=== design 1 ===
Fig. 1: design 1, cell area per tile
Scale: 3 px per um. The die is cut into 7 by 8 equal tiles; white is low, dark blue is high, 0 to 100% covered.
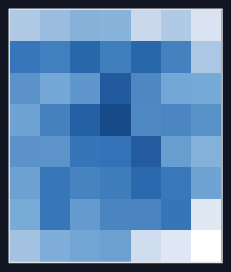

$ cat config.mk
export PLATFORM = sky130hd
export DESIGN_NAME = seven_seg_arbiter
export DESIGN_NICKNAME = d
export VERILOG_FILES = /design/src/rtl/seven_seg_pkg.sv /design/src/rtl/seven_seg_rr_pick.sv /design/src/rtl/seven_seg_arbiter.sv
export SDC_FILE = /design/constraint.sdc
export NUM_CORES = 1
export LEC_CHECK = 0
export CAP_MARGIN = 20
export CORE_ASPECT_RATIO = 1.2
export CORE_MARGIN = 1.5
export CORE_UTILIZATION = 50
export DETAILED_ROUTE_END_ITERATION = 8
export PLACE_DENSITY_LB_ADDON = 0.05
export SLEW_MARGIN = 20
export SYNTH_ARGS = -nofsm -noshare
export SYNTH_HDL_FRONTEND = slang
export SYNTH_SLANG_ARGS = --single-unit
$ cat constraint.sdc
create_clock -name CLK -period 6.41 [get_ports CLK]
set_clock_uncertainty 0.1 [all_clocks]
set_input_delay 0.9615 -clock CLK [delete_from_list [all_inputs] [get_ports CLK]]
set_output_delay 0.9615 -clock CLK [all_outputs]
set_load 0.005 [all_outputs]
$ cat src/rtl/seven_seg_pkg.sv
// Shared types and helpers for the seven-segment display arbiter.
package seven_seg_pkg;

  typedef enum logic [1:0] {ARB_IDLE, ARB_SHOW, ARB_GAP} arb_state_t;

  localparam logic [7:0] IDLE_VALUE_DEF = 8'h00;

  // OR-reduces bit positions; exact for one-hot input, 0 for all-zero input.
  function automatic logic [2:0] onehot_to_idx(input logic [7:0] oh);
    logic [2:0] idx;
    idx = '0;
    for (int i = 0; i < 8; i++)
      if (oh[i]) idx = idx | 3'(i);
    return idx;
  endfunction

endpackage

$ cat src/rtl/seven_seg_rr_pick.sv
// Combinational round-robin picker: first set req bit after ptr, wrapping around.
module seven_seg_rr_pick #(
  parameter int N_REQ = 4,
  parameter int IW    = 2
) (
  input  logic [N_REQ-1:0] req,
  input  logic [IW-1:0]    ptr,
  output logic             valid,
  output logic [IW-1:0]    idx
);

  logic [IW-1:0] c;

  // Walk from farthest to nearest so the nearest candidate after ptr wins.
  always_comb begin
    valid = 1'b0;
    idx   = '0;
    c     = '0;
    for (int k = N_REQ; k >= 1; k--) begin
      c = IW'((int'(ptr) + k) % N_REQ);
      if (req[c]) begin
        valid = 1'b1;
        idx   = c;
      end
    end
  end

endmodule

$ cat src/rtl/seven_seg_arbiter.sv
// Round-robin owner of the two-digit display with minimum dwell time.
// Define SEVEN_SEG_ARB_BLANK_EN to insert a blank GAP between owners.
module seven_seg_arbiter
  import seven_seg_pkg::*;
#(
  parameter int         N_REQ        = 4,
  parameter int         DWELL_CYCLES = 12000000,
  parameter int         GAP_CYCLES   = 1200000,
  parameter logic [7:0] IDLE_VALUE   = IDLE_VALUE_DEF
) (
  input  logic               CLK,
  input  logic               RST,
  input  logic [N_REQ-1:0]   req,
  input  logic [8*N_REQ-1:0] data,
  output logic [N_REQ-1:0]   grant,
  output logic [7:0]         disp_din,
  output logic               disp_on,
  output logic               switch_pulse
);

  localparam int IW   = (N_REQ > 1) ? $clog2(N_REQ) : 1;
  localparam int CMAX = (DWELL_CYCLES > GAP_CYCLES) ? DWELL_CYCLES : GAP_CYCLES;
  localparam int CW   = $clog2(CMAX + 1);

  arb_state_t              state;
  logic [CW-1:0]           cnt;
  logic [IW-1:0]           ptr;
  logic [N_REQ-1:0][7:0]   data_a;
  logic [IW-1:0]           owner;
  logic                    pk_valid;
  logic [IW-1:0]           pk_idx;
  logic                    leave, take, go_gap, go_idle;

  assign data_a = data;
  assign owner  = IW'(onehot_to_idx(8'(grant)));

  // ptr always equals the current/last owner, so one picker covers every case:
  // the old owner is searched last and only wins when nobody else requests.
  seven_seg_rr_pick #(.N_REQ(N_REQ), .IW(IW)) u_pick (
    .req   (req),
    .ptr   (ptr),
    .valid (pk_valid),
    .idx   (pk_idx)
  );

  always_comb begin
    take    = 1'b0;
    go_gap  = 1'b0;
    go_idle = 1'b0;
    leave   = !req[owner] || (cnt == '0 && |(req & ~grant));
    case (state)
      ARB_IDLE: take = pk_valid;
      ARB_SHOW:
        if (leave) begin
`ifdef SEVEN_SEG_ARB_BLANK_EN
          go_gap  = pk_valid;
`else
          take    = pk_valid;
`endif
          go_idle = !pk_valid;
        end
      ARB_GAP:
        if (cnt == '0) begin
          take    = pk_valid;
          go_idle = !pk_valid;
        end
      default: go_idle = 1'b1;
    endcase
  end

  always_ff @(posedge CLK or posedge RST) begin
    if (RST) begin
      state        <= ARB_IDLE;
      cnt          <= '0;
      ptr          <= IW'(N_REQ - 1);
      grant        <= '0;
      disp_din     <= IDLE_VALUE;
      disp_on      <= 1'b0;
      switch_pulse <= 1'b0;
    end else begin
      switch_pulse <= 1'b0;
      if (take) begin
        state        <= ARB_SHOW;
        cnt          <= CW'(DWELL_CYCLES - 1);
        ptr          <= pk_idx;
        grant        <= N_REQ'(1) << pk_idx;
        disp_din     <= data_a[pk_idx];
        disp_on      <= 1'b1;
        switch_pulse <= 1'b1;
      end else if (go_gap || go_idle) begin
        state    <= go_gap ? ARB_GAP : ARB_IDLE;
        cnt      <= go_gap ? CW'(GAP_CYCLES - 1) : '0;
        grant    <= '0;
        disp_din <= IDLE_VALUE;
        disp_on  <= 1'b0;
      end else begin
        if (state == ARB_SHOW) disp_din <= data_a[owner];
        if (cnt != '0) cnt <= cnt - 1'b1;
      end
    end
  end

endmodule
=== design 2 ===
### src/rtl/almacen_arbitro_pkg.sv
// Shared state encoding and default timing for the warehouse carriage arbiter.
package almacen_arbitro_pkg;

    typedef enum logic [2:0] {
        IDLE   = 3'd0,
        IDA    = 3'd1,
        CARGA  = 3'd2,
        VUELTA = 3'd3,
        FIN    = 3'd4,
        ERROR  = 3'd5
    } estado_t;

    localparam int T_CARGA_DEF = 8;
    localparam int T_MAX_DEF   = 1000;

endpackage

### src/rtl/almacen_arbitro_sincronizador.sv
// Two-flop synchronizer for asynchronous sensor inputs.
module sincronizador #(
    parameter int W = 2
) (
    input  logic         clk_i,
    input  logic         rst_ni,
    input  logic [W-1:0] d_i,
    output logic [W-1:0] q_o
);

    logic [W-1:0] meta_q;
    logic [W-1:0] sync_q;

    always_ff @(posedge clk_i or negedge rst_ni) begin
        if (!rst_ni) begin
            meta_q <= '0;
            sync_q <= '0;
        end else begin
            meta_q <= d_i;
            sync_q <= meta_q;
        end
    end

    assign q_o = sync_q;

endmodule

### src/rtl/almacen_arbitro.sv
// Round-robin arbiter sharing one carriage between N_EST stations; sequences
// out/load/return with per-move timeout and sensor fault supervision.
module almacen_arbitro
    import almacen_arbitro_pkg::*;
#(
    parameter int N_EST   = 4,
    parameter int T_CARGA = T_CARGA_DEF,
    parameter int T_MAX   = T_MAX_DEF
) (
    input  logic             clk,
    input  logic             rst_n,
    input  logic [N_EST-1:0] req,
    input  logic             S1,
    input  logic             S2,
    input  logic             err_clr,
    output logic             A,
    output logic             R,
    output logic             C,
    output logic [N_EST-1:0] gnt,
    output logic [N_EST-1:0] done,
    output logic             busy,
    output logic             error
);

    localparam int CW = $clog2(T_MAX + 1);
    localparam int IW = (N_EST > 1) ? $clog2(N_EST) : 1;

    estado_t          state_q, state_d;
    logic [CW-1:0]    timer_q, timer_d;
    logic [IW-1:0]    g_q, g_d;
    logic [IW-1:0]    last_q, last_d;
    logic [N_EST-1:0] gnt_q, gnt_d;
    logic [N_EST-1:0] done_q, done_d;
    logic             a_q, a_d, r_q, r_d, c_q, c_d;
    logic             busy_q, busy_d, error_q, error_d;
    logic [1:0]       sens_s;
    logic             s1_s, s2_s, fault, timeout;

    sincronizador #(.W(2)) u_sync (
        .clk_i  (clk),
        .rst_ni (rst_n),
        .d_i    ({S1, S2}),
        .q_o    (sens_s)
    );

    assign s1_s = sens_s[1];
    assign s2_s = sens_s[0];

    function automatic logic [N_EST-1:0] onehot(input logic [IW-1:0] i);
        onehot    = '0;
        onehot[i] = 1'b1;
    endfunction

    // Scan farthest-first so the nearest requester after last overwrites the rest.
    function automatic logic [IW-1:0] rr_pick(input logic [N_EST-1:0] r,
                                              input logic [IW-1:0]    last);
        int unsigned idx;
        rr_pick = last;
        for (int unsigned off = N_EST; off >= 1; off--) begin
            idx = (32'(last) + off) % 32'(N_EST);
            if (r[IW'(idx)]) rr_pick = IW'(idx);
        end
    endfunction

    always_comb begin
        state_d = state_q;
        timer_d = timer_q;
        g_d     = g_q;
        last_d  = last_q;
        gnt_d   = gnt_q;
        done_d  = '0;
        a_d     = 1'b0;
        r_d     = 1'b0;
        c_d     = 1'b0;
        fault   = s1_s & s2_s;
        timeout = (timer_q == CW'(T_MAX - 1));

        case (state_q)
            IDLE: if (|req) begin
                g_d     = rr_pick(req, last_q);
                gnt_d   = onehot(g_d);
                state_d = IDA;
            end
            IDA: begin
                if (fault)        state_d = ERROR;
                else if (s2_s)    state_d = CARGA;
                else if (timeout) state_d = ERROR;
            end
            CARGA: begin
                if (fault)                state_d = ERROR;
                else if (timer_q == '0)   state_d = VUELTA;
            end
            VUELTA: begin
                if (fault)        state_d = ERROR;
                else if (s1_s)    state_d = FIN;
                else if (timeout) state_d = ERROR;
            end
            FIN: begin
                last_d  = g_q;
                state_d = IDLE;
            end
            ERROR: if (err_clr) begin
                last_d  = g_q;
                state_d = IDLE;
            end
            default: state_d = IDLE;
        endcase

        if (state_d != state_q) begin
            timer_d = (state_d == CARGA) ? CW'(T_CARGA - 1) : '0;
        end else begin
            case (state_q)
                IDA, VUELTA: if (timer_q != '1) timer_d = timer_q + CW'(1);
                CARGA:       if (timer_q != '0) timer_d = timer_q - CW'(1);
                default:     timer_d = timer_q;
            endcase
        end

        // Outputs follow the next state; interlocks keep motors off at an end stop.
        case (state_d)
            IDA:     a_d = ~s2_s;
            CARGA:   c_d = 1'b1;
            VUELTA:  r_d = ~s1_s;
            FIN:     done_d = onehot(g_q);
            default: ;
        endcase
        if (state_d == IDLE || state_d == FIN || state_d == ERROR) gnt_d = '0;
        busy_d  = (state_d != IDLE);
        error_d = (state_d == ERROR);
    end

    always_ff @(posedge clk or negedge rst_n) begin
        if (!rst_n) begin
            state_q <= IDLE;
            timer_q <= '0;
            g_q     <= '0;
            last_q  <= IW'(N_EST - 1);
            gnt_q   <= '0;
            done_q  <= '0;
            a_q     <= 1'b0;
            r_q     <= 1'b0;
            c_q     <= 1'b0;
            busy_q  <= 1'b0;
            error_q <= 1'b0;
        end else begin
            state_q <= state_d;
            timer_q <= timer_d;
            g_q     <= g_d;
            last_q  <= last_d;
            gnt_q   <= gnt_d;
            done_q  <= done_d;
            a_q     <= a_d;
            r_q     <= r_d;
            c_q     <= c_d;
            busy_q  <= busy_d;
            error_q <= error_d;
        end
    end

    assign A     = a_q;
    assign R     = r_q;
    assign C     = c_q;
    assign gnt   = gnt_q;
    assign done  = done_q;
    assign busy  = busy_q;
    assign error = error_q;

endmodule

### config.mk
export PLATFORM = sky130hd
export DESIGN_NAME = almacen_arbitro
export DESIGN_NICKNAME = d
export VERILOG_FILES = /design/src/rtl/almacen_arbitro_pkg.sv /design/src/rtl/almacen_arbitro_sincronizador.sv /design/src/rtl/almacen_arbitro.sv
export SDC_FILE = /design/constraint.sdc
export NUM_CORES = 1
export LEC_CHECK = 0
export CELL_PAD_IN_SITES_DETAIL_PLACEMENT = 0
export CELL_PAD_IN_SITES_GLOBAL_PLACEMENT = 2
export CORE_MARGIN = 1
export CORE_UTILIZATION = 38
export DETAILED_ROUTE_END_ITERATION = 7
export PLACE_DENSITY = 0.94
export SLEW_MARGIN = 0
export SYNTH_ARGS = -nofsm -noshare
export SYNTH_HDL_FRONTEND = slang
export SYNTH_SLANG_ARGS = --single-unit
### constraint.sdc
create_clock -name clk -period 4.74 [get_ports clk]
set_input_delay 0.948 -clock clk [delete_from_list [all_inputs] [get_ports clk]]
set_output_delay 0.948 -clock clk [all_outputs]
set_load 0.01 [all_outputs]
Fig. 2: design 2, routed metal, one color a layer
Scale: 8 px per um. Two of the layers only.
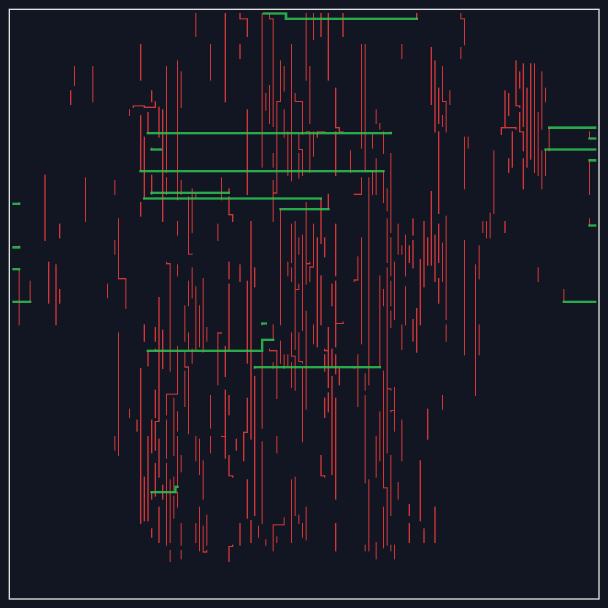
[green] met3 | wire length: 178 um
[red] met2 | wire length: 1650 um
drt total wl: 3960 um
Via Count: 1498
Total GRT Usage: 16.6%
per-cell routed wire length: 13.9 um

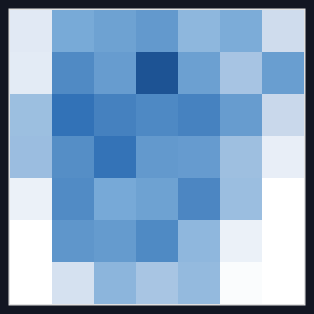
Fig. 3. Cell area per tile (design 2).
Scale: 4 px per um. The die is cut into 7 by 7 equal tiles; white is low, dark blue is high, 0 to 100% covered.
emptiest ninth of the die: lower right
mean over tiles: 41%
tiles over 75% full: 2.0%

==> notes.md, design 2 <==
Notes from the flow run.

Outcome:
- The run finished with clean final reports.

Logic synthesis:
- The run gives the count of mapped cells out of synthesis as 196.

Power and ir drop:
- The run puts the combinational group share of total power at 47.0%.

GRT:
- For met2 alone, demand over resource in global routing was 22.2%.
- In the global route stage, met3 resource usage came out at 4.12%.

Final timing:
- The run puts the worst hold margin at 0.351 ns.
- The run puts the setup violation total in the final timing report at 0.

Clocking:
- The run gives the CTS tree as yes.
- The run gives the maximum buffer depth of the clock tree as 2.
- The run gives the number of buffers inserted to repair setup after CTS as 0.

Die:
- The die is 73.5 um tall.

Worst hold path:
- The run gives the worst hold-check path type as register to register.

Route:
- The run gives the routed length on met1 as 2070 um.

Job:
- The run gives the number of logged tool warnings as 26.

Finish:
- The run gives the post-layout utilization of the core as 48.1%.
==> design 2: path summary, 6_finish.rpt <==
check,cells past startpoint,from,slack (ns),end
max,10,state_q[1],1.51,timer_q[9]
min,0,u_sync.meta_q[1],0.35,u_sync.q_o[1]
max reg2reg,10,state_q[1],1.51,timer_q[9]
min reg2reg,0,u_sync.meta_q[1],0.35,u_sync.q_o[1]
max in group asynchronous,2,rst_n,3.34,last_q[1]
min in group asynchronous,2,rst_n,1.07,g_q[0]
==> design 2: critical path, cell delays in order (launching register included) <==
cell and delay [ns]:
sky130_fd_sc_hd__dfrtp_1 0.54, sky130_fd_sc_hd__inv_1 0.17, sky130_fd_sc_hd__or3_1 0.49, sky130_fd_sc_hd__inv_1 0.28, sky130_fd_sc_hd__ha_1 0.30, sky130_fd_sc_hd__a211oi_1 0.32, sky130_fd_sc_hd__o21ai_0 0.22, sky130_fd_sc_hd__a41oi_1 0.33
sky130_fd_sc_hd__mux2i_1 0.25, sky130_fd_sc_hd__xor2_1 0.15, sky130_fd_sc_hd__nor2_1 0.05
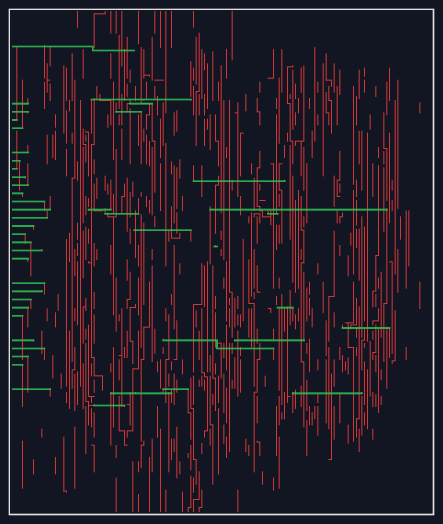
Fig. 4. Routed metal, one color a layer (design 1).
Scale: 6 px per um. Two of the layers only.
[green] met3 | wire length: 270 um
[red] met2 | wire length: 3320 um
drt total wl: 6570 um
per-cell routed wire length: 16.5 um
Total GRT Usage: 23.6%
Via Count: 2501

About Fig. 1:
mean over tiles: 56%
emptiest ninth of the die: lower right
nearly empty tiles: 1.8%
densest ninth of the die: center
tiles over 75% full: 13%
Core Footprint: 5260 um^2
final standard cell utilization of the core: 64.4%
Initial Utilization: 51.9%

==> notes.md, design 1 <==
Notes from the flow run.

Power and ir drop:
- The run puts the power dissipated by switching net loads at 473 uW.
- The run gives the cell internal power dissipation as 757 uW.
- The run gives the portion of total power attributed to sequential cells as 35.6%.

Logic synthesis:
- Counting every instance in the synthesized netlist gives 293.
- The synthesis stats list as the most numerous cell sky130_fd_sc_hd__dfrtp_1.
- The run puts the post-synth design cell area at 2730 um^2.
- The run puts the post-synthesis chip area from yosys at 2730 um^2.

Critical path:
- Across all register-to-register paths, the minimum setup slack is 2.55 ns.
- The run gives the kind of cell adding the most delay to the critical path as simple AND/OR/NAND/NOR gates.
- The launch point of the critical path was reported as req[3].
- The critical path is of the input port to register type.

Final timing:
- The run puts the pin slew with the least headroom to its limit at 0.984 ns.
- The run puts the setup TNS at 0 ns.
- The run puts the final worst slack at 2.28 ns.
- Per the slew report, the remaining headroom to the max-slew limit stands at 32.7%.

Outcome:
- The flow ran to the end, and the final reports show no timing, DRC or antenna violations.

Die:
- The run gives the width of the die as 70.5 um.

Clocking:
- The run gives the clock root buffer master as sky130_fd_sc_hd__clkbuf_8.
- The run gives the number of sinks handled by clock tree synthesis as 40.

Placed design:
- In the placement report, post-DP HPWL is listed as 4700 um.

Finish:
- The run puts the number of inserted diodes at 0.
-- design 1: per-layer routing --
metal | global-route usage [%] | vias up | share of wire (%)
met2 | 40.8 | 64 | 51
met3 | 3.38 | 7 | 4.1
met5 | 0 | - | 0
met1 | 30.8 | 1220 | 44
li1 | - | 1210 | -
met4 | 6.12 | 0 | 1.1
-- design 1: worst min-delay path, cell delays in order, from the launching register on --
cell	delay (ns)
sky130_fd_sc_hd__dfstp_2	0.39
sky130_fd_sc_hd__inv_1	0.05
sky130_fd_sc_hd__mux2i_1	0.06
-- design 1: state kept, by name, summed over array words and instances, names as in the netlist --
signal,flops
disp_on,1
switch_pulse,1
cnt,24
disp_din,8
grant,4
ptr,2
-- design 1: layout make-up --
class / instances / area [um^2] / area share (%)
repair buffers: 54 / 533 / 15.7
clock buffers: 5 / 68.8 / 2.03
clock inverters: 3 / 47.5 / 1.40
well taps: 62 / 77.6 / 2.29
inverters: 13 / 48.8 / 1.44
multi-input cells: 221 / 1610 / 47.5
flip-flops and latches: 40 / 1000 / 29.6
-- design 1: kinds of logic after synthesis --
kind of cell | after synthesis
compound gates | 95
xor+xnor | 11
fa+ha+maj | 1
buf+inv | 32
flops | 40
mux | 38
simple gates | 76

==> gallery <==
Floorplan with the power grid.
Scale: 6 px per um. Pins as bars on the die edge.
shot_01.png
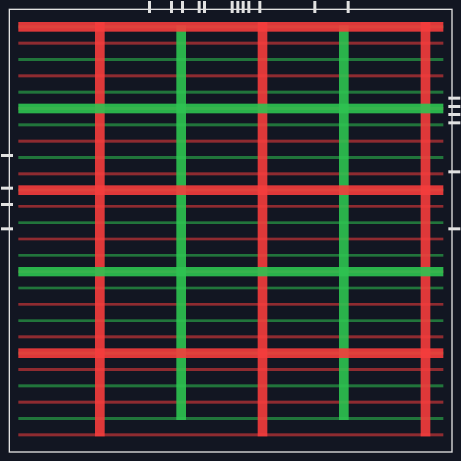
shot_02.png
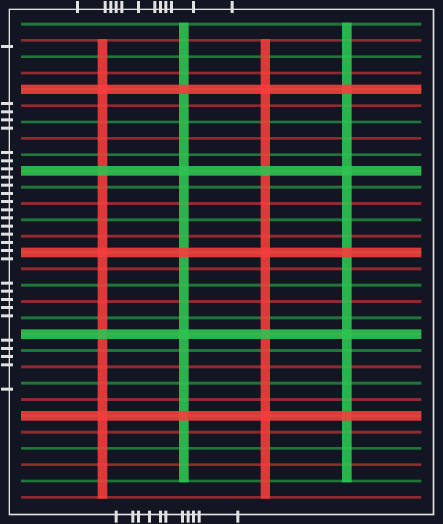
The one with the most pins is shot_02.png.
design 1 -> shot_02.png
design 2 -> shot_01.png

Key to shot_02.png:
[red] VSS
[green] VDD
met1 rails: 30
met4 straps: 4



==> gallery <==
Congestion heat map.
picture 1
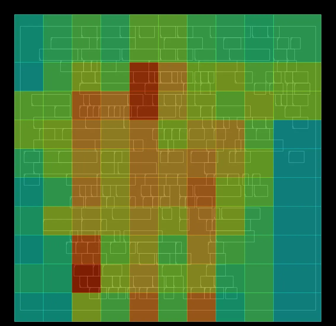
picture 2
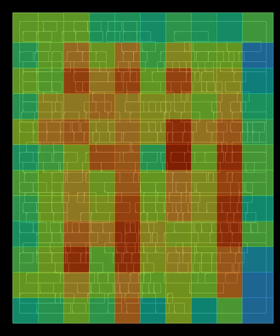
- highest track usage: picture 2
- highest utilization: picture 2
| from | picture |
|---|---|
| design 2 | picture 1 |
| design 1 | picture 2 |

Power and IR drop assume default switching activity.
